######## synapse_weight_arbiter ########
synapse_weight_arbiter/placement_by_type.png
Scale bar: 20 um.
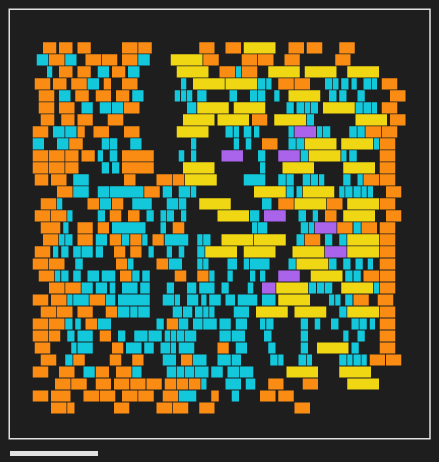
synapse_weight_arbiter/flops_by_reg.png
Scale bar: 20 um.
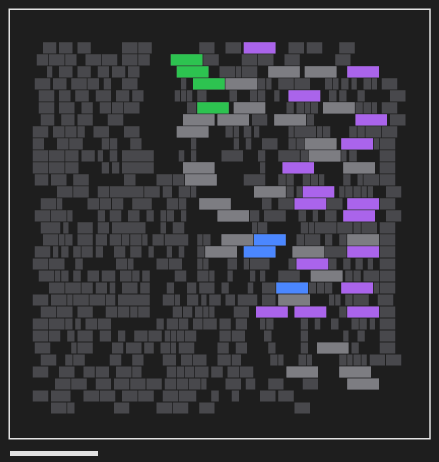
===== src/rtl/synapse_weight_arbiter.sv =====
// synapse_weight_arbiter: shares the single-port weight RAM between the
// host config port (priority, with a starvation guard) and round-robin cores.
module synapse_weight_arbiter #(
    parameter int NUM_SYNAPSES = 220,
    parameter int ADDR_W       = 8,
    parameter int NUM_REQ      = 4,
    parameter int HOST_BURST   = 4
) (
    input  logic                      clk,
    input  logic                      rst,
    input  logic [NUM_REQ-1:0]        core_req_valid,
    input  logic [NUM_REQ*ADDR_W-1:0] core_req_addr,
    output logic [NUM_REQ-1:0]        core_req_ready,
    output logic [NUM_REQ-1:0]        core_rsp_valid,
    output logic [15:0]               core_rsp_data,
    output logic                      core_rsp_err,
    input  logic                      host_valid,
    input  logic                      host_we,
    input  logic [ADDR_W-1:0]         host_addr,
    input  logic [15:0]               host_wdata,
    output logic                      host_ready,
    output logic                      host_rsp_valid,
    output logic [15:0]               host_rsp_data,
    output logic                      host_rsp_err,
    output logic                      mem_en,
    output logic                      mem_we,
    output logic [ADDR_W-1:0]         mem_addr,
    output logic [15:0]               mem_wdata,
    input  logic [15:0]               mem_rdata
);

    localparam int IDX_W = $clog2(NUM_REQ);
    localparam int STK_W = $clog2(HOST_BURST + 1);
    localparam logic [ADDR_W:0]  NSYN  = (ADDR_W + 1)'(NUM_SYNAPSES);
    localparam logic [STK_W-1:0] BURST = STK_W'(HOST_BURST);

    logic               any_core, guard_trip, host_gnt, core_gnt;
    logic               hi_found, acc_valid, acc_oor;
    logic [IDX_W-1:0]   hi_sel, lo_sel, core_sel;
    logic [ADDR_W-1:0]  core_addr, acc_addr;
    logic [15:0]        rd_data;

    logic [STK_W-1:0]   host_streak_d, host_streak_q;
    logic [IDX_W-1:0]   rr_ptr_d, rr_ptr_q;

    logic               t1_valid_d, t1_valid_q;
    logic               t1_host_d, t1_host_q;
    logic [IDX_W-1:0]   t1_id_d, t1_id_q;
    logic               t1_rd_d, t1_rd_q;
    logic               t1_err_d, t1_err_q;

    logic [NUM_REQ-1:0] core_rsp_valid_d, core_rsp_valid_q;
    logic [15:0]        core_rsp_data_d, core_rsp_data_q;
    logic               core_rsp_err_d, core_rsp_err_q;
    logic               host_rsp_valid_d, host_rsp_valid_q;
    logic [15:0]        host_rsp_data_d, host_rsp_data_q;
    logic               host_rsp_err_d, host_rsp_err_q;

    // Pick the single winner: host unless the guard trips, else next core after rr_ptr.
    always_comb begin
        any_core   = |core_req_valid;
        guard_trip = any_core && (host_streak_q == BURST);
        host_gnt   = !rst && host_valid && !guard_trip;
        core_gnt   = !rst && !host_gnt && any_core;
        hi_found   = 1'b0;
        hi_sel     = '0;
        lo_sel     = '0;
        for (int i = NUM_REQ - 1; i >= 0; i--) begin
            if (core_req_valid[i]) begin
                if (IDX_W'(i) > rr_ptr_q) begin
                    hi_found = 1'b1;
                    hi_sel   = IDX_W'(i);
                end else begin
                    lo_sel = IDX_W'(i);
                end
            end
        end
        core_sel = hi_found ? hi_sel : lo_sel;
        core_req_ready = '0;
        if (core_gnt) core_req_ready[core_sel] = 1'b1;
        host_ready = host_gnt;
    end

    // Steer the granted request onto the RAM port; out-of-range never touches RAM.
    always_comb begin
        core_addr = '0;
        for (int i = 0; i < NUM_REQ; i++) begin
            if (IDX_W'(i) == core_sel) core_addr = core_req_addr[i*ADDR_W +: ADDR_W];
        end
        acc_addr  = host_gnt ? host_addr : core_addr;
        acc_valid = host_gnt || core_gnt;
        acc_oor   = {1'b0, acc_addr} >= NSYN;
        mem_en    = acc_valid && !acc_oor;
        mem_we    = host_gnt && host_we && !acc_oor;
        mem_addr  = mem_en ? acc_addr : '0;
        mem_wdata = mem_we ? host_wdata : '0;
    end

    // Arbitration state and first tag stage for the access issued this cycle.
    always_comb begin
        host_streak_d = host_streak_q;
        if (core_gnt || !any_core) host_streak_d = '0;
        else if (host_gnt)         host_streak_d = host_streak_q + 1'b1;
        rr_ptr_d   = core_gnt ? core_sel : rr_ptr_q;
        t1_valid_d = acc_valid;
        t1_host_d  = host_gnt;
        t1_id_d    = core_sel;
        t1_rd_d    = core_gnt || !host_we;
        t1_err_d   = acc_oor;
    end

    // Response stage: capture RAM data and strobe the owning requester.
    always_comb begin
        rd_data          = (t1_rd_q && !t1_err_q) ? mem_rdata : '0;
        core_rsp_valid_d = '0;
        core_rsp_data_d  = core_rsp_data_q;
        core_rsp_err_d   = core_rsp_err_q;
        host_rsp_valid_d = 1'b0;
        host_rsp_data_d  = host_rsp_data_q;
        host_rsp_err_d   = host_rsp_err_q;
        if (t1_valid_q) begin
            if (t1_host_q) begin
                host_rsp_valid_d = 1'b1;
                host_rsp_data_d  = rd_data;
                host_rsp_err_d   = t1_err_q;
            end else begin
                core_rsp_valid_d[t1_id_q] = 1'b1;
                core_rsp_data_d           = rd_data;
                core_rsp_err_d            = t1_err_q;
            end
        end
    end

    // Registers; reset drops any in-flight tags and response strobes.
    always_ff @(posedge clk) begin
        if (rst) begin
            host_streak_q    <= '0;
            rr_ptr_q         <= IDX_W'(NUM_REQ - 1);
            t1_valid_q       <= 1'b0;
            t1_host_q        <= 1'b0;
            t1_id_q          <= '0;
            t1_rd_q          <= 1'b0;
            t1_err_q         <= 1'b0;
            core_rsp_valid_q <= '0;
            core_rsp_data_q  <= '0;
            core_rsp_err_q   <= 1'b0;
            host_rsp_valid_q <= 1'b0;
            host_rsp_data_q  <= '0;
            host_rsp_err_q   <= 1'b0;
        end else begin
            host_streak_q    <= host_streak_d;
            rr_ptr_q         <= rr_ptr_d;
            t1_valid_q       <= t1_valid_d;
            t1_host_q        <= t1_host_d;
            t1_id_q          <= t1_id_d;
            t1_rd_q          <= t1_rd_d;
            t1_err_q         <= t1_err_d;
            core_rsp_valid_q <= core_rsp_valid_d;
            core_rsp_data_q  <= core_rsp_data_d;
            core_rsp_err_q   <= core_rsp_err_d;
            host_rsp_valid_q <= host_rsp_valid_d;
            host_rsp_data_q  <= host_rsp_data_d;
            host_rsp_err_q   <= host_rsp_err_d;
        end
    end

    assign core_rsp_valid = core_rsp_valid_q;
    assign core_rsp_data  = core_rsp_data_q;
    assign core_rsp_err   = core_rsp_err_q;
    assign host_rsp_valid = host_rsp_valid_q;
    assign host_rsp_data  = host_rsp_data_q;
    assign host_rsp_err   = host_rsp_err_q;

endmodule


===== config.mk =====
export PLATFORM = sky130hd
export DESIGN_NAME = synapse_weight_arbiter
export DESIGN_NICKNAME = d
export VERILOG_FILES = /design/src/rtl/synapse_weight_arbiter.sv
export SDC_FILE = /design/constraint.sdc
export NUM_CORES = 1
export LEC_CHECK = 0
export ABC_CLOCK_PERIOD_IN_PS = 5250
export CORE_AREA = 5 5 90 92
export DETAILED_ROUTE_END_ITERATION = 8
export DIE_AREA = 0 0 95 97
export GPL_ROUTABILITY_DRIVEN = 0
export HOLD_SLACK_MARGIN = 0.08
export PLACE_DENSITY_LB_ADDON = 0.12
export SLEW_MARGIN = 20
export SYNTH_ARGS = -nofsm -noshare
export SYNTH_HDL_FRONTEND = slang
export SYNTH_SLANG_ARGS = --single-unit

===== constraint.sdc =====
create_clock -name clk -period 5.25 [get_ports clk]
set_input_delay 1.05 -clock clk [delete_from_list [all_inputs] [get_ports clk]]
set_output_delay 1.05 -clock clk [all_outputs]
set_load 0.02 [all_outputs]

==> results.toml <==
# implementation run metrics
[outcome]
outcome = "completed"

[worst_setup_path]
rr_startpoint = "rr_ptr_q[1]"
critPathMostFrequentCell = "buf_4"

[grt]
antenna_found_initial = 0
grtUsageMet1_pct = 23.71
grt_util_met2_pct = 32.27
grt_pass1_vias = 3143

[pwr]
power.switching_uw = 316.8
p_clk_share_pct = 23.6
ir_worst_vdd_mv = 0.1129
p_sw_share_pct = 31.10

[floorplan]
num_rows = 31
fp.dieH_um = 97

[finish]
inv_count = 12
post-route-util_pct = 63.83
n_all_buffers = 183
clkbuf_count = 7

[timing]
hold_violations = 0
worst_pin_slew_ns = 0.7765
fin_setup_tns_ns = 0

[synth]
netlist_area_sq_um = 2701
ys_sh_mux_pct = 2.223
flop_cell = "dfxtp_1"

[min_path]
worstHoldStart = "host_rsp_data[4]"
hold_end = "host_rsp_data[4]"
## Picture notes: synapse_weight_arbiter/placement_by_type.png
- clock drivers and dummy loads: purple (cells 8; share of their area 2.4%)
- remaining buffers and delay cells: orange (cells 183; share of their area 39%)
- sequential cells: yellow (cells 50; share of their area 23%)
- combinational and other logic: cyan (cells 275; share of their area 36%)

## Picture notes: synapse_weight_arbiter/flops_by_reg.png
- host_streak_q: blue (placed flops 3)
- host_rsp_data: purple (placed flops 16)
- core_rsp_valid: green (placed flops 4; where top center)

[through the flow]
stage | hold WS [ns] | instance area (sq um) | setup slack, ns | std cells
2_1_floorplan | 0.4173 | 2701 | 0.2557 | 352
3_3_place_gp | 0.4237 | 4467 | -0.3372 | 606
3_5_place_dp | 0.4403 | 4467 | -0.3296 | 606
4_1_cts | 0.4594 | 4554 | 0.004652 | 615
5_1_grt | 0.4802 | 4556 | 0.004842 | 615
6_report | 0.4568 | 4556 | 0.1492 | 615

######## mulxbit_seq ########
==> src/rtl/mulxbit_seq.sv <==
// mulxbit_seq: multi-cycle WIDTH x WIDTH multiplier with optional two's
// complement mode. Each RUN cycle retires BITS_PER_CYCLE multiplier bits.
// The core works on magnitudes. The sign is applied once, on the completion edge.
//
// Handshake (valid/ready style): start acts as "valid" and !busy as "ready".
// A request transfers on a rising edge where start=1 and busy=0. Operands
// and is_signed are captured on that edge and may change afterwards.
// done pulses for exactly one cycle, with out valid in that same cycle.
// out then holds its value until the next completion edge or a reset.
module mulxbit_seq #(
    parameter int WIDTH          = 24,
    parameter int BITS_PER_CYCLE = 4
) (
    input  logic                 clk,
    input  logic                 rst,
    input  logic                 start,
    input  logic                 is_signed,
    input  logic [WIDTH-1:0]     in1,
    input  logic [WIDTH-1:0]     in2,
    output logic [2*WIDTH-1:0]   out,
    output logic                 busy,
    output logic                 done
);

    localparam int N  = WIDTH / BITS_PER_CYCLE;
    localparam int PW = 2 * WIDTH;
    localparam int CW = (N > 1) ? $clog2(N) : 1;

    localparam logic [CW-1:0] LAST = CW'(N - 1);

    localparam logic [1:0] S_IDLE   = 2'd0;
    localparam logic [1:0] S_RUN    = 2'd1;
    localparam logic [1:0] S_FINISH = 2'd2;

    logic [1:0]       state;
    // The multiplicand is kept pre-shifted. It moves left by BITS_PER_CYCLE
    // every RUN cycle, which equals shifting by count*BITS_PER_CYCLE without
    // needing a variable shifter.
    logic [PW-1:0]    mcand;
    logic [WIDTH-1:0] mplier;
    logic             neg;
    logic [PW-1:0]    acc;
    logic [CW-1:0]    count;

    logic [WIDTH-1:0] mag1;
    logic [WIDTH-1:0] mag2;
    logic [PW-1:0]    pp;
    logic [PW-1:0]    acc_next;
    logic [PW-1:0]    result;
    logic             accept;

    // Operand magnitudes. -(-2^(WIDTH-1)) wraps to 2^(WIDTH-1). That value
    // is still correct when read as unsigned.
    always_comb begin
        mag1 = in1;
        mag2 = in2;
        if (is_signed && in1[WIDTH-1]) mag1 = -in1;
        if (is_signed && in2[WIDTH-1]) mag2 = -in2;
    end

    // Partial product for the low digit of the multiplier, formed as a shift-and-add.
    always_comb begin
        pp = '0;
        for (int i = 0; i < BITS_PER_CYCLE; i++) begin
            if (mplier[i]) pp = pp + (mcand << i);
        end
    end

    // Next accumulator value and the sign-corrected final product.
    always_comb begin
        acc_next = acc + pp;
        result   = neg ? -acc_next : acc_next;
    end

    // A new request is taken only while the unit is not busy.
    always_comb begin
        accept = start && ((state == S_IDLE) || (state == S_FINISH));
    end

    // Control FSM and datapath registers.
    always_ff @(posedge clk or posedge rst) begin
        if (rst) begin
            state  <= S_IDLE;
            mcand  <= '0;
            mplier <= '0;
            neg    <= 1'b0;
            acc    <= '0;
            count  <= '0;
            out    <= '0;
            busy   <= 1'b0;
            done   <= 1'b0;
        end else begin
            done <= 1'b0;
            case (state)
                S_IDLE, S_FINISH: begin
                    if (accept) begin
                        mcand  <= PW'(mag1);
                        mplier <= mag2;
                        neg    <= is_signed & (in1[WIDTH-1] ^ in2[WIDTH-1]);
                        acc    <= '0;
                        count  <= '0;
                        busy   <= 1'b1;
                        state  <= S_RUN;
                    end else begin
                        state  <= S_IDLE;
                    end
                end
                S_RUN: begin
                    acc    <= acc_next;
                    mcand  <= mcand << BITS_PER_CYCLE;
                    mplier <= mplier >> BITS_PER_CYCLE;
                    count  <= count + 1'b1;
                    if (count == LAST) begin
                        out   <= result;
                        done  <= 1'b1;
                        busy  <= 1'b0;
                        state <= S_FINISH;
                    end
                end
                default: begin
                    busy  <= 1'b0;
                    state <= S_IDLE;
                end
            endcase
        end
    end

endmodule

==> config.mk <==
export PLATFORM = sky130hd
export DESIGN_NAME = mulxbit_seq
export DESIGN_NICKNAME = d
export VERILOG_FILES = /design/src/rtl/mulxbit_seq.sv
export SDC_FILE = /design/constraint.sdc
export NUM_CORES = 1
export LEC_CHECK = 0
export CORE_MARGIN = 4
export CORE_UTILIZATION = 55
export CTS_BUF_LIST = sky130_fd_sc_hd__clkbuf_16
export CTS_CLUSTER_DIAMETER = 120
export CTS_CLUSTER_SIZE = 28
export DETAILED_ROUTE_END_ITERATION = 8
export GPL_TIMING_DRIVEN = 0
export PLACE_DENSITY = 0.74
export SLEW_MARGIN = 20
export SYNTH_ARGS = -nofsm -noshare
export SYNTH_HDL_FRONTEND = slang
export SYNTH_SLANG_ARGS = --single-unit
==> constraint.sdc <==
create_clock -name clk -period 29.7 [get_ports clk]
set_input_delay 2.97 -clock clk [delete_from_list [all_inputs] [get_ports clk]]
set_output_delay 2.97 -clock clk [all_outputs]
set_load 0.05 [all_outputs]
==> results.toml <==
# implementation run metrics
[finish]
inv_count = 90
seq_area_share_pct = 19.30
clkCellAreaFrac_pct = 2.468
mostFrequentLayoutCell = "nand2_1"
clkbuf_count = 17
n_all_buffers = 239
fin_nets = 3005
final_cell_mix = "297 x nand2_1, 255 x o21ai_0, 225 x a21oi_1"
reg_top3 = "acc (48), mcand (48), out (48)"
largest_cell_class = "logic gates"
drive_above_1_share_pct = 4.575

[floorplan]
taps = 468
io_pins = 102
die_w_um = 201.6

[clocking]
post_cts_buffers = 0
htreeDepth = 4
post_cts_resize_count = 0
cts_tree = "yes"
cts_buffer_depth = 2
root_buffer = "clkbuf_16"
holdBufCountCts = 0

[route]
met2WireLength_mm = 31.31
drc = 0
met1_length_mm = 28.55
routed_wl_mm = 66.35
drtIter0Drc = 1739

[worst_setup_path]
cp_max_fo = 10
rr_startpoint = "mplier[0]"
crit_end = "out[47]"
r2r_setup_slack_ns = 15.02
r2r_cells = 53
critPathBufInv = 7
critPathCaptureType = "flop"
cp.required_ns = 30.05

[min_path]
hold_path_class = "flop to flop"
hold_end = "out[33]"
worstHoldStart = "out[33]"
holdPathStages = 2

[timing]
fin_setup_tns_ns = 0
layout_worst_path_cycle_share_pct = 49.44
setup_viol_count_final = 0
rsz0062_at_grt = "false"
worst_pin_slew_ns = 1.099

[synth]
yosysCellCount = 2642
ys_warn_count = 0
synthesis.nets = 2884
synth.top_cell.area_share_pct = 21.36
yosys_area_sq_um = 20620
ys.flops = 176
netlist_area_sq_um = 20620

[grt]
track_usage_pct = 31.68
grt_max_degree = 102
grt_pass1_vias = 20010
grt_util_met2_pct = 53.64

[job]
warning_count = 37

[placement]
numPortBuffers = 101
gp_congestion = 1.003
numPlacedInstances = 3212

[outcome]
outcome = "completed"
==> logic make-up after synthesis <==
logic type,synth area share (%)
compound gates,30.27
simple gates,17.68
xor+xnor,10.72
buf+inv,4.211
fa+ha+maj,11.77
flops,21.36
mux,3.981
==> metrics by stage <==
step	hold slack [ns]	setup WS [ns]	instance area [sq um]
2_1_floorplan	0.4502	18.30	20620
3_3_place_gp	0.4568	15.56	22220
3_5_place_dp	0.4742	15.37	22250
4_1_cts	0.4912	15.32	22810
5_1_grt	0.5191	14.04	22810
6_report	0.4835	15.02	22810
mulxbit_seq/wires.png
Scale bar: 50 um. Only two layers are drawn.
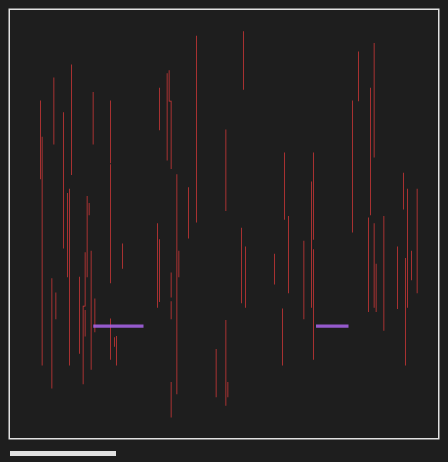
- metal 4: red (wire length 2370 um)
- metal 5: purple (wire length 35.9 um)

mulxbit_seq/congestion.png
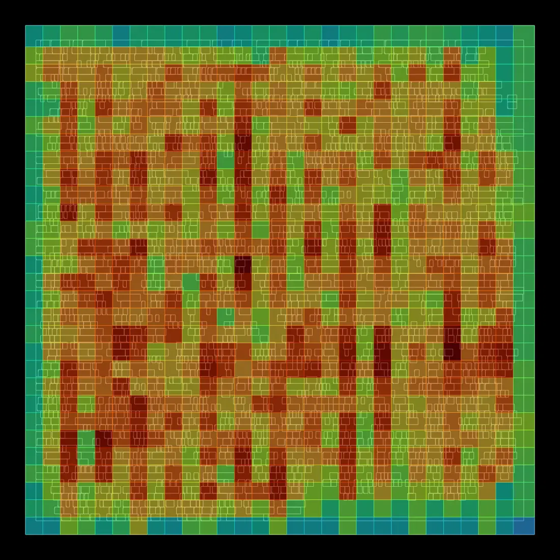
met1 Resource Use GR: 41.14%
drt wl/cell: 20.45 um
fin util: 62.02%
GRT busiest layer: met2
M3 GR Usage: 4.738%


######## uart_rx ########
uart_rx/logic_types.png
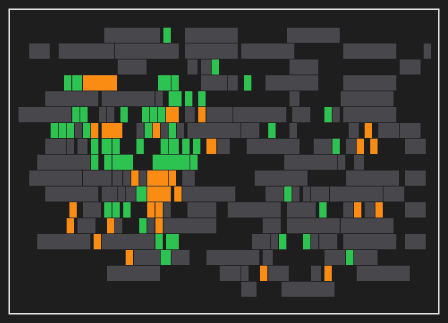
uart_rx/wires.png
Scale bar: 20 um. Only two layers are drawn.
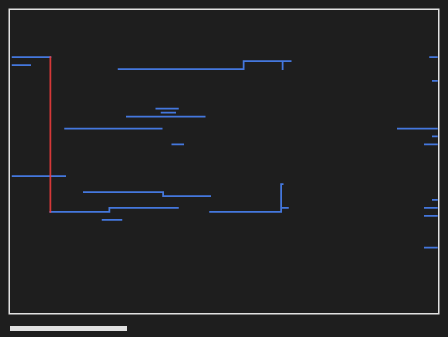
$ cat src/rtl/uart_rx.sv
// UART receiver, 8N1 (8E1 when UART_RX_PARITY_EN is defined), 2-flop synchronized input, midpoint sampling.
// Latency: o_valid rises 2 + CLKS_PER_BIT/2 + 9*CLKS_PER_BIT + 1 cycles after the start edge (+CLKS_PER_BIT with parity).
// Backpressure: none; result pulses are single-cycle and cannot be stalled by downstream logic.
module uart_rx #(
   parameter int CLKS_PER_BIT = 104
) (
   input  logic       i_clock,
   input  logic       i_reset,
   input  logic       i_rx,
   output logic [7:0] o_data,
   output logic       o_valid,
   output logic       o_frame_err,
   output logic       o_parity_err,
   output logic       o_busy
);

   localparam int CNT_W = $clog2(CLKS_PER_BIT);
   localparam logic [CNT_W-1:0] HALF_M1 = CNT_W'(CLKS_PER_BIT / 2 - 1);
   localparam logic [CNT_W-1:0] FULL_M1 = CNT_W'(CLKS_PER_BIT - 1);

   typedef enum logic [2:0] {
      S_IDLE   = 3'd0,
      S_START  = 3'd1,
      S_DATA   = 3'd2,
`ifdef UART_RX_PARITY_EN
      S_PARITY = 3'd3,
`endif
      S_STOP   = 3'd4,
      S_BREAK  = 3'd5
   } state_t;

   logic [1:0]       sync_q;
   logic             rx_s;
   state_t           state_q, state_d;
   logic [CNT_W-1:0] cnt_q, cnt_d;
   logic [2:0]       idx_q, idx_d;
   logic [7:0]       shift_q, shift_d;
   logic             done_ok_q, done_ok_d;
   logic             done_ferr_q, done_ferr_d;
   logic [7:0]       data_q;
   logic             valid_q;
   logic             ferr_q;
   logic             busy_q;
`ifdef UART_RX_PARITY_EN
   logic             par_mis_q, par_mis_d;
   logic             done_perr_q, done_perr_d;
   logic             perr_q;
`endif

   // Synchronizer resets to the idle-line level so reset release never looks like a start bit.
   always_ff @(posedge i_clock or posedge i_reset) begin
      if (i_reset) begin
         sync_q <= 2'b11;
      end else begin
         sync_q <= {sync_q[0], i_rx};
      end
   end

   assign rx_s = sync_q[1];

   always_ff @(posedge i_clock or posedge i_reset) begin
      if (i_reset) begin
         state_q     <= S_IDLE;
         cnt_q       <= '0;
         idx_q       <= 3'd0;
         shift_q     <= 8'h00;
         done_ok_q   <= 1'b0;
         done_ferr_q <= 1'b0;
`ifdef UART_RX_PARITY_EN
         par_mis_q   <= 1'b0;
         done_perr_q <= 1'b0;
`endif
      end else begin
         state_q     <= state_d;
         cnt_q       <= cnt_d;
         idx_q       <= idx_d;
         shift_q     <= shift_d;
         done_ok_q   <= done_ok_d;
         done_ferr_q <= done_ferr_d;
`ifdef UART_RX_PARITY_EN
         par_mis_q   <= par_mis_d;
         done_perr_q <= done_perr_d;
`endif
      end
   end

   always_comb begin
      state_d     = state_q;
      cnt_d       = cnt_q;
      idx_d       = idx_q;
      shift_d     = shift_q;
      done_ok_d   = 1'b0;
      done_ferr_d = 1'b0;
`ifdef UART_RX_PARITY_EN
      par_mis_d   = par_mis_q;
      done_perr_d = 1'b0;
`endif
      case (state_q)
         S_IDLE: begin
            cnt_d = '0;
            if (!rx_s) begin
               state_d = S_START;
            end
         end
         S_START: begin
            if (cnt_q == HALF_M1) begin
               cnt_d   = '0;
               idx_d   = 3'd0;
`ifdef UART_RX_PARITY_EN
               par_mis_d = 1'b0;
`endif
               state_d = rx_s ? S_IDLE : S_DATA;
            end else begin
               cnt_d = cnt_q + 1'b1;
            end
         end
         S_DATA: begin
            if (cnt_q == FULL_M1) begin
               cnt_d   = '0;
               shift_d = {rx_s, shift_q[7:1]};
               idx_d   = idx_q + 3'd1;
               if (idx_q == 3'd7) begin
`ifdef UART_RX_PARITY_EN
                  state_d = S_PARITY;
`else
                  state_d = S_STOP;
`endif
               end
            end else begin
               cnt_d = cnt_q + 1'b1;
            end
         end
`ifdef UART_RX_PARITY_EN
         S_PARITY: begin
            if (cnt_q == FULL_M1) begin
               cnt_d     = '0;
               par_mis_d = (rx_s != ^shift_q);
               state_d   = S_STOP;
            end else begin
               cnt_d = cnt_q + 1'b1;
            end
         end
`endif
         S_STOP: begin
            if (cnt_q == FULL_M1) begin
               cnt_d = '0;
               // Leaving at the stop midpoint leaves half a bit to catch a gapless next start bit.
               if (rx_s) begin
                  state_d = S_IDLE;
`ifdef UART_RX_PARITY_EN
                  done_perr_d = par_mis_q;
                  done_ok_d   = !par_mis_q;
`else
                  done_ok_d   = 1'b1;
`endif
               end else begin
                  state_d     = S_BREAK;
                  done_ferr_d = 1'b1;
`ifdef UART_RX_PARITY_EN
                  done_perr_d = par_mis_q;
`endif
               end
            end else begin
               cnt_d = cnt_q + 1'b1;
            end
         end
         S_BREAK: begin
            cnt_d = '0;
            if (rx_s) begin
               state_d = S_IDLE;
            end
         end
         default: begin
            state_d = S_IDLE;
            cnt_d   = '0;
         end
      endcase
   end

   // Output stage: results land one cycle after the stop sample, busy is aligned with them.
   always_ff @(posedge i_clock or posedge i_reset) begin
      if (i_reset) begin
         data_q  <= 8'h00;
         valid_q <= 1'b0;
         ferr_q  <= 1'b0;
         busy_q  <= 1'b0;
`ifdef UART_RX_PARITY_EN
         perr_q  <= 1'b0;
`endif
      end else begin
         if (done_ok_q) begin
            data_q <= shift_q;
         end
         valid_q <= done_ok_q;
         ferr_q  <= done_ferr_q;
         busy_q  <= (state_q != S_IDLE);
`ifdef UART_RX_PARITY_EN
         perr_q  <= done_perr_q;
`endif
      end
   end

   assign o_data      = data_q;
   assign o_valid     = valid_q;
   assign o_frame_err = ferr_q;
   assign o_busy      = busy_q;
`ifdef UART_RX_PARITY_EN
   assign o_parity_err = perr_q;
`else
   assign o_parity_err = 1'b0;
`endif

endmodule

$ cat config.mk
export PLATFORM = sky130hd
export DESIGN_NAME = uart_rx
export DESIGN_NICKNAME = d
export VERILOG_FILES = /design/src/rtl/uart_rx.sv
export SDC_FILE = /design/constraint.sdc
export NUM_CORES = 1
export LEC_CHECK = 0
export ABC_AREA = 1
export CAP_MARGIN = 20
export CORE_ASPECT_RATIO = 0.7
export CORE_UTILIZATION = 45
export DETAILED_ROUTE_END_ITERATION = 8
export GPL_ROUTABILITY_DRIVEN = 0
export PLACE_DENSITY_LB_ADDON = 0.3
export SLEW_MARGIN = 10
export SYNTH_ARGS = -nofsm -noshare
export SYNTH_HDL_FRONTEND = slang
export SYNTH_SLANG_ARGS = --single-unit
$ cat constraint.sdc
create_clock -name i_clock -period 3.01 [get_ports i_clock]
set_clock_uncertainty 0.05 [all_clocks]
set_input_delay 0.602 -clock i_clock [delete_from_list [all_inputs] [get_ports i_clock]]
set_output_delay 0.602 -clock i_clock [all_outputs]
set_load 0.05 [all_outputs]
==> results.toml <==
# implementation run metrics
[outcome]
outcome = "completed"

[synth]
yosys-top-cells-area = "dfrtp_1 53%, nand2_1 9.6%, nor2_1 4.9%"
synth_dominant_cell_count = "nand2_1"
async_flop_share_pct = 100.0
ys_warn_count = 0
ys_seq_share_pct = 56.36

[floorplan]
io_pins = 15
chipArea_sq_um = 3808
die_w_um = 73.33
core_sq_um = 3276
num_rows = 17

[worst_setup_path]
start_kind = "flop"
worst-path-stages = 1
cp_slowest_stage_delay_ns = 0.80
rr_endpoint = "idx_q[2]"
cp_slowest_cell = "clkdlybuf4s50_1"

[grt]
overflow = 0
grtUsageMet1_pct = 19.55
grt_busiest_layer = "met2"

[timing]
worst_pin_slew_ns = 0.4960

[finish]
mostFrequentLayoutCell = "nand2_1"
clkbuf_count = 5

[route]
ant_nets = 0
wl_met3_um = 172

[pwr]
power_leader = "sequential cells"
powerClk_uw = 422
About uart_rx/logic_types.png:
- nand cells: green (cells 51; most used nand2_1)
- nor cells: orange (cells 27; most used nor2_1)

About uart_rx/wires.png:
- metal 4: red (wire length 26.5 um)
- metal 3: blue (wire length 173 um)

## stage by stage
step	hold WS, ns	util, %	power (mW)	std cells
6_report	0.3068	57.64	0.9271	237
2_1_floorplan	0.2812	-	0.5087	171
3_5_place_dp	0.2975	54.24	0.5148	229
5_1_grt	0.3082	57.64	0.9636	237
3_3_place_gp	0.2877	54.24	0.5141	229
4_1_cts	0.3076	57.64	0.9386	237
## flip-flops by register name (all words and copies together), names as in the netlist
name and count:
cnt_q 7, done_ferr_q 1, done_ok_q 1, idx_q 3, o_busy 1, o_data 8, o_frame_err 1, o_valid 1
shift_q 8, state_q 3, sync_q 2

######## systolic_drain_flat ########
systolic_drain_flat/flops_by_reg.png
Scale bar: 20 um.
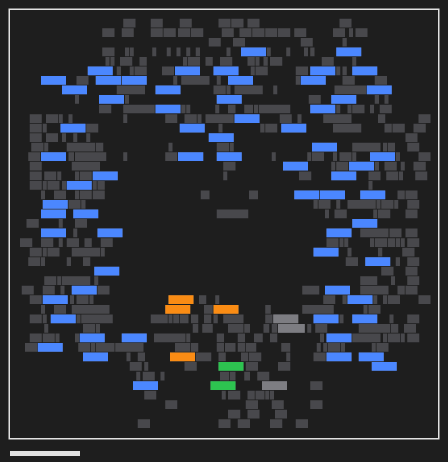
systolic_drain_flat/congestion.png
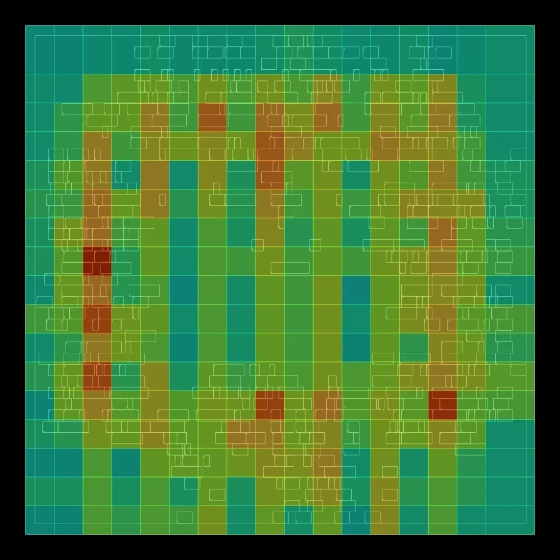
systolic_drain_flat/wires.png
Scale bar: 20 um. Only two layers are drawn.
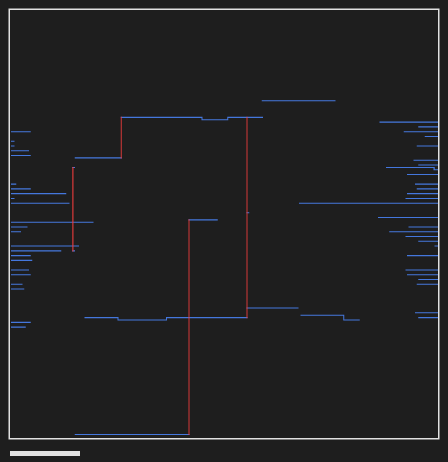
[config.mk]
export PLATFORM = sky130hd
export DESIGN_NAME = systolic_drain_flat
export DESIGN_NICKNAME = d
export VERILOG_FILES = /design/src/rtl/systolic_drain_if.sv /design/src/rtl/systolic_drain.sv /design/src/flat_wrapper.sv
export SDC_FILE = /design/constraint.sdc
export NUM_CORES = 1
export LEC_CHECK = 0
export CORE_MARGIN = 2
export CORE_UTILIZATION = 25
export CTS_CLUSTER_SIZE = 8
export DETAILED_ROUTE_END_ITERATION = 10
export PLACE_DENSITY_LB_ADDON = 0.25
export SLEW_MARGIN = 20
export SYNTH_ARGS = -nofsm -noshare
export SYNTH_HDL_FRONTEND = slang
export SYNTH_SLANG_ARGS = --single-unit
[constraint.sdc]
create_clock -name clk -period 5 [get_ports clk]
set_input_delay 1.25 -clock clk [delete_from_list [all_inputs] [get_ports clk]]
set_output_delay 1.25 -clock clk [all_outputs]
set_load 0.01 [all_outputs]
[src/rtl/systolic_drain_if.sv]
// systolic_drain_if: valid/ready result stream from the drain stage to its consumer
interface systolic_drain_if #(parameter int DATA_W = 16);
    logic [DATA_W-1:0] out_data;
    logic [1:0] out_idx;
    logic out_valid;
    logic out_ready;
    logic out_last;
    modport master(output out_data, out_idx, out_valid, out_last, input out_ready);
    modport slave(input out_data, out_idx, out_valid, out_last, output out_ready);
endinterface

[src/rtl/systolic_drain.sv]
// systolic_drain: settle, snapshot and stream the 2x2 array results in row-major order.
// Define SYSTOLIC_DRAIN_RELU_EN to store negative results as 0 at capture.
module systolic_drain #(
    parameter int DATA_W = 16,
    parameter int SETTLE_CYCLES = 6
) (
    input logic clk,
    input logic rst,
    input logic start,
    input logic [DATA_W-1:0] c00,
    input logic [DATA_W-1:0] c01,
    input logic [DATA_W-1:0] c10,
    input logic [DATA_W-1:0] c11,
    systolic_drain_if.master o,
    output logic busy,
    output logic overrun
);
    typedef enum logic [1:0] {IDLE, WAIT, STREAM} state_t;
    localparam logic [3:0] LAST_CNT = 4'(SETTLE_CYCLES - 1);
    state_t state_q, state_d;
    logic [3:0] cnt_q, cnt_d;
    logic [1:0] ptr_q, ptr_d;
    logic [DATA_W-1:0] buf_q [4];
    logic [DATA_W-1:0] buf_d [4];
    logic overrun_q, overrun_d;
    logic valid, xfer, last_xfer;

    function automatic logic [DATA_W-1:0] cap(input logic [DATA_W-1:0] v);
`ifdef SYSTOLIC_DRAIN_RELU_EN
        return v[DATA_W-1] ? '0 : v;
`else
        return v;
`endif
    endfunction

    always_comb begin
        state_d = state_q;
        cnt_d = cnt_q;
        ptr_d = ptr_q;
        buf_d = buf_q;
        overrun_d = overrun_q;
        valid = state_q == STREAM;
        xfer = valid && o.out_ready;
        last_xfer = xfer && ptr_q == 2'd3;
        if (state_q == IDLE) begin
            if (start) begin
                cnt_d = '0;
                state_d = WAIT;
            end
        end else if (state_q == WAIT) begin
            cnt_d = cnt_q + 4'd1;
            overrun_d = overrun_q | start;
            if (cnt_q == LAST_CNT) begin
                buf_d = '{cap(c00), cap(c01), cap(c10), cap(c11)};
                ptr_d = '0;
                state_d = STREAM;
            end
        end else begin
            // a start coinciding with the final transfer chains straight into the next run
            overrun_d = overrun_q | (start && !last_xfer);
            if (xfer) ptr_d = ptr_q + 2'd1;
            if (last_xfer) begin
                cnt_d = '0;
                state_d = start ? WAIT : IDLE;
            end
        end
    end

    always_ff @(posedge clk) begin
        if (rst) begin
            state_q <= IDLE;
            cnt_q <= '0;
            ptr_q <= '0;
            buf_q <= '{default: '0};
            overrun_q <= 1'b0;
        end else begin
            state_q <= state_d;
            cnt_q <= cnt_d;
            ptr_q <= ptr_d;
            buf_q <= buf_d;
            overrun_q <= overrun_d;
        end
    end

    assign o.out_valid = valid;
    assign o.out_data = valid ? buf_q[ptr_q] : '0;
    assign o.out_idx = valid ? ptr_q : 2'd0;
    assign o.out_last = valid && ptr_q == 2'd3;
    assign busy = state_q != IDLE;
    assign overrun = overrun_q;
endmodule

[src/flat_wrapper.sv]
// flat-port wrapper written by rule: the top's interface ports become plain ports
module systolic_drain_flat 
#(
    parameter int DATA_W = 16,
    parameter int SETTLE_CYCLES = 6
)
  (clk, rst, start, c00, c01, c10, c11, busy, overrun, o_out_data, o_out_idx, o_out_valid, o_out_last, o_out_ready);
  systolic_drain_if #(.DATA_W(DATA_W)) o_i ();
  input logic clk;
  input logic rst;
  input logic start;
  input logic [DATA_W-1:0] c00;
  input logic [DATA_W-1:0] c01;
  input logic [DATA_W-1:0] c10;
  input logic [DATA_W-1:0] c11;
  output logic busy;
  output logic overrun;
  output wire logic [$bits(o_i.out_data)-1:0] o_out_data;
  output wire logic [$bits(o_i.out_idx)-1:0] o_out_idx;
  output wire logic [$bits(o_i.out_valid)-1:0] o_out_valid;
  output wire logic [$bits(o_i.out_last)-1:0] o_out_last;
  input wire logic [$bits(o_i.out_ready)-1:0] o_out_ready;
  assign o_out_data = o_i.out_data;
  assign o_out_idx = o_i.out_idx;
  assign o_out_valid = o_i.out_valid;
  assign o_out_last = o_i.out_last;
  assign o_i.out_ready = o_out_ready;
  systolic_drain #(.DATA_W(DATA_W), .SETTLE_CYCLES(SETTLE_CYCLES)) u_core (.clk(clk), .rst(rst), .start(start), .c00(c00), .c01(c01), .c10(c10), .c11(c11), .o(o_i), .busy(busy), .overrun(overrun));
endmodule
==> results.toml <==
# implementation run metrics
[route]
drc = 0
dr_total_vias = 2709
drt_first_pass_iters = 5
drtIter0Drc = 147
routed_wl_mm = 8.282

[synth]
syn_avg_cell_area_sq_um = 9.472
simple_gate_area_share_pct = 20.50
ys_seq_share_pct = 41.92
ys.flops = 73
synthXorXnorAreaFrac_pct = 0
synthesis.nets = 439
netlist_area_sq_um = 3486
synth_cell_types = 32
flop_cell = "dfxtp_1"

[worst_setup_path]
r2r_setup_slack_ns = 3.06
cp.arrival_ns = 2.39
rr_endpoint = "u_core.buf_q[54]"
startpoint = "u_core.ptr_q[1]"
r2r_cells = 4
cp_max_fo = 19
crit_end = "o_out_data[5]"

[placement]
numPortBuffers = 89
preCtsSetupSlack_ns = 1.697

[finish]
mostFrequentLayoutCell = "nand2_1"
top_register = "u_core.buf_q"
n_all_buffers = 94
inv_count = 5
fin_area_sq_um = 4820
clkbuf_count = 14
diodes = 0
final_cell_mix = "129 x nand2_1, 89 x clkdlybuf4s50_1, 72 x dfxtp_1"
combAreaFraction_pct = 38.71
multi_input_comb_cells = 263
buffer_area_share_pct = 19.42

[clocking]
clkSinkCount = 73
htreeDepth = 3
root_buffer = "clkbuf_16"

[floorplan]
initCoreUtil_pct = 25.31
die_w_um = 122.1
num_rows = 43
core_sq_um = 13770

[pwr]
ir_worst_vdd_mv = 0.1364
p_int_mw = 1.069
combPwrFrac_pct = 7.0
power_leakage_nw = 1.639
p_sw_share_pct = 20.69
power.total_mw = 1.348

[grt]
track_usage_pct = 11.77
grt_pass1_wl_mm = 13.30
grt_pass1_vias = 2800
grt_max_degree = 48

[timing]
slew_headroom_pct = 32.80
rsz0062_at_grt = "false"

[outcome]
outcome = "completed"

[job]
warning_count = 27
## Picture notes: systolic_drain_flat/flops_by_reg.png
- u_core.cnt_q: orange (placed flops 4)
- u_core.state_q: green (placed flops 2)
- u_core.buf_q: blue (placed flops 64; where widely spread)

## Picture notes: systolic_drain_flat/congestion.png
fin util: 34.99%
M3 GR Usage: 5.009%
drt wl/cell: 13.13 um
met1 Resource Use GR: 13.14%

## Picture notes: systolic_drain_flat/wires.png
- metal 4: red (wire length 154 um)
- metal 3: blue (wire length 599 um)

==> layer usage <==
| metal | up-vias | routed length [um] |
|---|---|---|
| met3 | 10 | 598 |
| met4 | 0 | 153 |
| met2 | 65 | 3900 |
| met5 | - | 0 |
| met1 | 1246 | 3628 |
| li1 | 1388 | - |
==> worst max-delay path, cell delays in order (launching register included) <==
cell	delay (ns)
dfxtp_1	0.98
mux4_2	0.41
and2_1	0.18
clkdlybuf4s50_1	0.48

######## spi_master ########
spi_master/wires.png
Scale bar: 20 um. Only two layers are drawn.
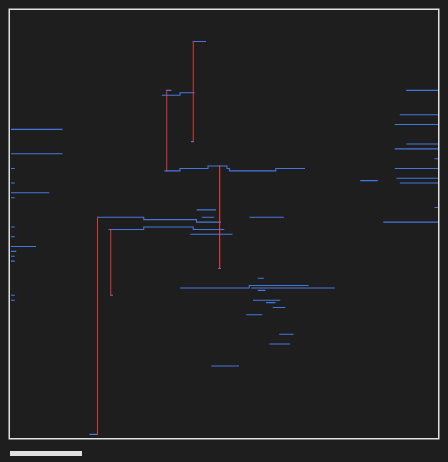
spi_master/congestion.png
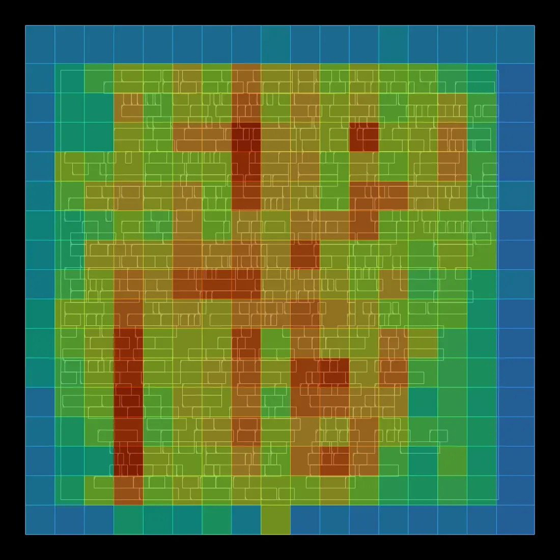
### config.mk
export PLATFORM = sky130hd
export DESIGN_NAME = spi_master
export DESIGN_NICKNAME = d
export VERILOG_FILES = /design/src/rtl/spi_pkg.sv /design/src/rtl/spi_sync.sv /design/src/rtl/spi_master.sv
export SDC_FILE = /design/constraint.sdc
export NUM_CORES = 1
export LEC_CHECK = 0
export CAP_MARGIN = 20
export CORE_MARGIN = 8
export CORE_UTILIZATION = 45
export CTS_CLUSTER_DIAMETER = 80
export CTS_CLUSTER_SIZE = 14
export DETAILED_ROUTE_END_ITERATION = 8
export GPL_TIMING_DRIVEN = 0
export PLACE_DENSITY = 0.69
export SLEW_MARGIN = 30
export SYNTH_ARGS = -nofsm -noshare
export SYNTH_HDL_FRONTEND = slang
export SYNTH_SLANG_ARGS = --single-unit
### constraint.sdc
create_clock -name wb_clk_i -period 8.5 [get_ports wb_clk_i]
set_input_delay 0.85 -clock wb_clk_i [delete_from_list [all_inputs] [get_ports wb_clk_i]]
set_output_delay 0.85 -clock wb_clk_i [all_outputs]
set_load 0.02 [all_outputs]
### src/rtl/spi_pkg.sv
// Register map, CTRL/STATUS field positions and FSM encoding shared by the SPI master files.
package spi_pkg;

    localparam logic [1:0] SPI_DATA   = 2'd0;
    localparam logic [1:0] SPI_CTRL   = 2'd1;
    localparam logic [1:0] SPI_STATUS = 2'd2;

    localparam int unsigned CTRL_DIV_LSB = 0;
    localparam int unsigned CTRL_LEN_LSB = 8;
    localparam int unsigned CTRL_LEN_MSB = 12;

    localparam int unsigned STATUS_BUSY_BIT = 0;
    localparam int unsigned STATUS_OVR_BIT  = 1;

    typedef enum logic [1:0] {
        StIdle,
        StLow,
        StHigh
    } spi_state_e;

endpackage

### src/rtl/spi_sync.sv
// Multi-flop synchronizer for a single asynchronous bit; reset clears the whole chain.
module spi_sync #(
    parameter int unsigned Stages = 2
) (
    input  logic clk_i,
    input  logic rst_i,
    input  logic d_i,
    output logic q_o
);

    logic [Stages-1:0] sync_q;

    always_ff @(posedge clk_i or posedge rst_i) begin
        if (rst_i) begin
            sync_q <= '0;
        end else begin
            sync_q <= {sync_q[Stages-2:0], d_i};
        end
    end

    assign q_o = sync_q[Stages-1];

endmodule

### src/rtl/spi_master.sv
// Mode-0 SPI master with DATA/CTRL/STATUS registers and a registered, 1-cycle read port.
module spi_master
    import spi_pkg::*;
#(
    parameter int unsigned      DIV_W       = 8,
    parameter logic [DIV_W-1:0] RST_DIV     = DIV_W'(3),
    parameter int unsigned      SYNC_STAGES = 2
) (
    input  logic        wb_clk_i,
    input  logic        wb_rst_i,
    input  logic        IN_we,
    input  logic        IN_re,
    input  logic [1:0]  IN_addr,
    input  logic [31:0] IN_wdata,
    output logic [31:0] OUT_rdata,
    output logic        OUT_busy,
    output logic        OUT_SPI_clk,
    output logic        OUT_SPI_mosi,
    input  logic        IN_SPI_miso
);

    spi_state_e       state_q, state_d;
    logic [DIV_W-1:0] hcnt_q, hcnt_d;
    logic [DIV_W-1:0] div_q, div_d;
    logic [4:0]       bcnt_q, bcnt_d;
    logic [4:0]       lenm1_q, lenm1_d;
    logic [31:0]      sr_q, sr_d;
    logic [31:0]      rdata_q, rdata_d;
    logic             spi_clk_q, spi_clk_d;
    logic             mosi_q, mosi_d;
    logic             rxbit_q, rxbit_d;
    logic             ovr_q, ovr_d;

    logic             miso_s;
    logic             busy;
    logic             wr_data, wr_ctrl, wr_status;
    logic [31:0]      ctrl_rd, status_rd, rd_val;

    spi_sync #(
        .Stages(SYNC_STAGES)
    ) u_miso_sync (
        .clk_i(wb_clk_i),
        .rst_i(wb_rst_i),
        .d_i  (IN_SPI_miso),
        .q_o  (miso_s)
    );

    assign busy      = (state_q != StIdle);
    assign wr_data   = IN_we && (IN_addr == SPI_DATA);
    assign wr_ctrl   = IN_we && (IN_addr == SPI_CTRL);
    assign wr_status = IN_we && (IN_addr == SPI_STATUS);

    always_comb begin
        ctrl_rd = '0;
        ctrl_rd[CTRL_DIV_LSB +: DIV_W] = div_q;
        ctrl_rd[CTRL_LEN_MSB:CTRL_LEN_LSB] = lenm1_q;
        status_rd = '0;
        status_rd[STATUS_BUSY_BIT] = busy;
        status_rd[STATUS_OVR_BIT] = ovr_q;
        case (IN_addr)
            SPI_DATA:   rd_val = sr_q;
            SPI_CTRL:   rd_val = ctrl_rd;
            SPI_STATUS: rd_val = status_rd;
            default:    rd_val = '0;
        endcase
    end

    always_comb begin
        state_d   = state_q;
        hcnt_d    = hcnt_q;
        bcnt_d    = bcnt_q;
        sr_d      = sr_q;
        spi_clk_d = spi_clk_q;
        mosi_d    = mosi_q;
        rxbit_d   = rxbit_q;
        div_d     = div_q;
        lenm1_d   = lenm1_q;
        ovr_d     = ovr_q;
        rdata_d   = rdata_q;

        // Reads sample the pre-write state of every register.
        if (IN_re) begin
            rdata_d = rd_val;
        end
        if (wr_ctrl && !busy) begin
            div_d   = IN_wdata[CTRL_DIV_LSB +: DIV_W];
            lenm1_d = IN_wdata[CTRL_LEN_MSB:CTRL_LEN_LSB];
        end
        // Clear first so a coincident overrun still sets the flag.
        if (wr_status) begin
            ovr_d = 1'b0;
        end
        if (wr_data && busy) begin
            ovr_d = 1'b1;
        end

        unique case (state_q)
            StIdle: begin
                if (wr_data) begin
                    sr_d    = IN_wdata;
                    mosi_d  = IN_wdata[31];
                    hcnt_d  = div_q;
                    bcnt_d  = lenm1_q;
                    state_d = StLow;
                end
            end
            StLow: begin
                if (hcnt_q == '0) begin
                    spi_clk_d = 1'b1;
                    rxbit_d   = miso_s;
                    hcnt_d    = div_q;
                    state_d   = StHigh;
                end else begin
                    hcnt_d = hcnt_q - DIV_W'(1);
                end
            end
            StHigh: begin
                if (hcnt_q == '0) begin
                    spi_clk_d = 1'b0;
                    sr_d      = {sr_q[30:0], rxbit_q};
                    if (bcnt_q == '0) begin
                        state_d = StIdle;
                    end else begin
                        bcnt_d  = bcnt_q - 5'd1;
                        mosi_d  = sr_q[30];
                        hcnt_d  = div_q;
                        state_d = StLow;
                    end
                end else begin
                    hcnt_d = hcnt_q - DIV_W'(1);
                end
            end
            default: state_d = StIdle;
        endcase
    end

    always_ff @(posedge wb_clk_i or posedge wb_rst_i) begin
        if (wb_rst_i) begin
            state_q   <= StIdle;
            hcnt_q    <= '0;
            bcnt_q    <= '0;
            sr_q      <= '0;
            spi_clk_q <= 1'b0;
            mosi_q    <= 1'b0;
            rxbit_q   <= 1'b0;
            div_q     <= RST_DIV;
            lenm1_q   <= 5'd7;
            ovr_q     <= 1'b0;
            rdata_q   <= '0;
        end else begin
            state_q   <= state_d;
            hcnt_q    <= hcnt_d;
            bcnt_q    <= bcnt_d;
            sr_q      <= sr_d;
            spi_clk_q <= spi_clk_d;
            mosi_q    <= mosi_d;
            rxbit_q   <= rxbit_d;
            div_q     <= div_d;
            lenm1_q   <= lenm1_d;
            ovr_q     <= ovr_d;
            rdata_q   <= rdata_d;
        end
    end

    assign OUT_rdata    = rdata_q;
    assign OUT_busy     = busy;
    assign OUT_SPI_clk  = spi_clk_q;
    assign OUT_SPI_mosi = mosi_q;

endmodule

==> results.toml <==
# implementation run metrics
[pwr]
power_leakage_nw = 2.427
power.total_mw = 1.853
pwr_density_cell_nw_per_um2 = 313.9
powerClk_uw = 294
p_sw_share_pct = 36.56
sequentialPower_uw = 810
p_int_mw = 1.176

[route]
highest_layer = "met4"
routed_wl_mm = 11.19
via_per_inst = 5.333
dr_total_vias = 3461
drc = 0
met2WireLength_mm = 5.340
met1_length_mm = 5.277

[floorplan]
core_sq_um = 10320
initCoreUtil_pct = 46.52
num_rows = 37

[synth]
netlist_area_sq_um = 4802
synth.top_cell.area_share_pct = 48.46
ys_warn_count = 0
yosys_area_sq_um = 4802
yosysCellCount = 426
ys.flops = 98
synthesis.nets = 472
fa_ha_area_share_pct = 1.824
synthAoiAreaFrac_pct = 10.29
synthTopCellsByCount = "93 x dfrtp_1, 71 x mux2_2, 45 x inv_1, 31 x o21ai_0, 26 x nand2_1"

[finish]
seq_area_share_pct = 41.65
n_fill_cell = 901
finalNonFillerCells = 649
fin_area_sq_um = 5903
ff_count = 98
largest_cell_class = "flip-flops and latches"
final-seq-area_sq_um = 2459
clkbuf_count = 13
buffer_area_share_pct = 14.31
inv_count = 45

[worst_setup_path]
rr_endpoint = "bcnt_q[3]"
cp.required_ns = 7.65
r2r_setup_slack_ns = 5.85

[placement]
preCtsSetupSlack_ns = 5.420
numPlacedInstances = 633
postPlaceCellArea_sq_um = 5710
dp_hpwl_mm = 8.173

[job]
warning_count = 30
max_cap_viol_count = 0

[min_path]
hold_path_class = "flop to flop"
hold_end = "u_miso_sync.sync_q[1]"

[grt]
grt_max_degree = 55
overflow = 0
grt_util_met2_pct = 26.10
grtUsageMet1_pct = 22.37

[timing]
holdWs_ns = 0.3653
slew_headroom_pct = 48.43
layout_worst_path_cycle_share_pct = 34.91
max_freq_ghz = 0.3370

[outcome]
outcome = "completed"

[clocking]
clkSinkCount = 98
htreeDepth = 3
## Picture notes: spi_master/wires.png
- metal 4: red (wire length 158 um)
- metal 3: blue (wire length 410 um)

## Picture notes: spi_master/congestion.png
drt wl/cell: 17.24 um
GRT busiest layer: met2
M3 GR Usage: 2.598%

worst max-delay path: stages, from the launching register on:
cell and delay, ns:
dfrtp_1 0.42, inv_1 0.10, ha_1 0.14, clkbuf_1 0.33
inv_1 0.18, clkdlybuf4s50_1 0.58
cell usage in the layout (no fill, tap or decap), types with 5 or more instances in the layout:
master	n
dfrtp_1	93
mux2_2	71
clkdlybuf4s50_1	70
inv_1	44
o21ai_0	31
nand2_1	26
clkbuf_1	17
mux2i_1	16
a21oi_1	15
o22ai_1	13
clkbuf_8	12
nor2_1	10
mux2_1	9
ha_1	7
nand4_1	6
nand3_1	5
dfstp_2	5


==> gallery <==
Cell classes on the final placement.
panel A
Scale bar: 20 um.
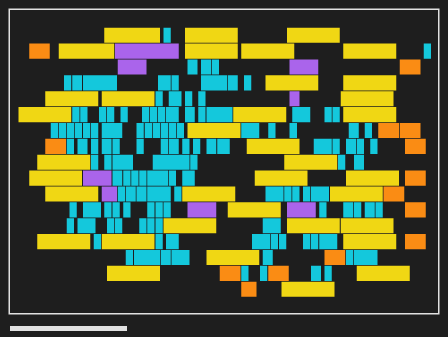
panel B
Scale bar: 20 um.
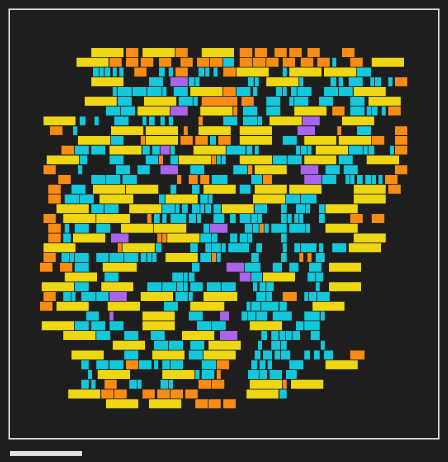
panel C
Scale bar: 50 um.
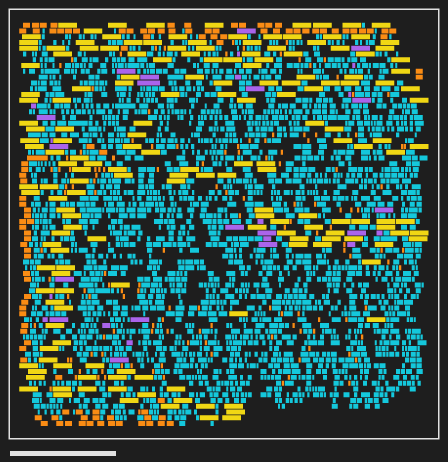
panel D
Scale bar: 20 um.
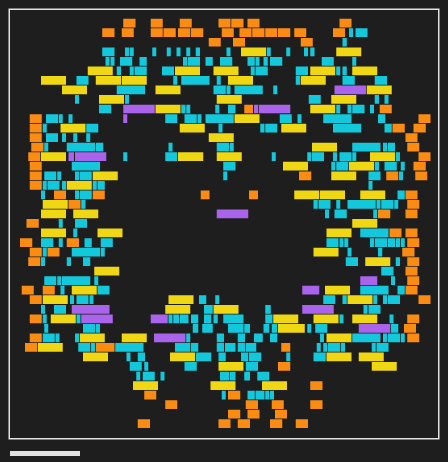
- panel A = uart_rx
- panel D = systolic_drain_flat
- panel B = spi_master
- panel C = mulxbit_seq
The one with the fewest sequential cells is panel A.
The one with the most sequential cells is panel C.

Power is estimated from default activity; no workload was simulated.
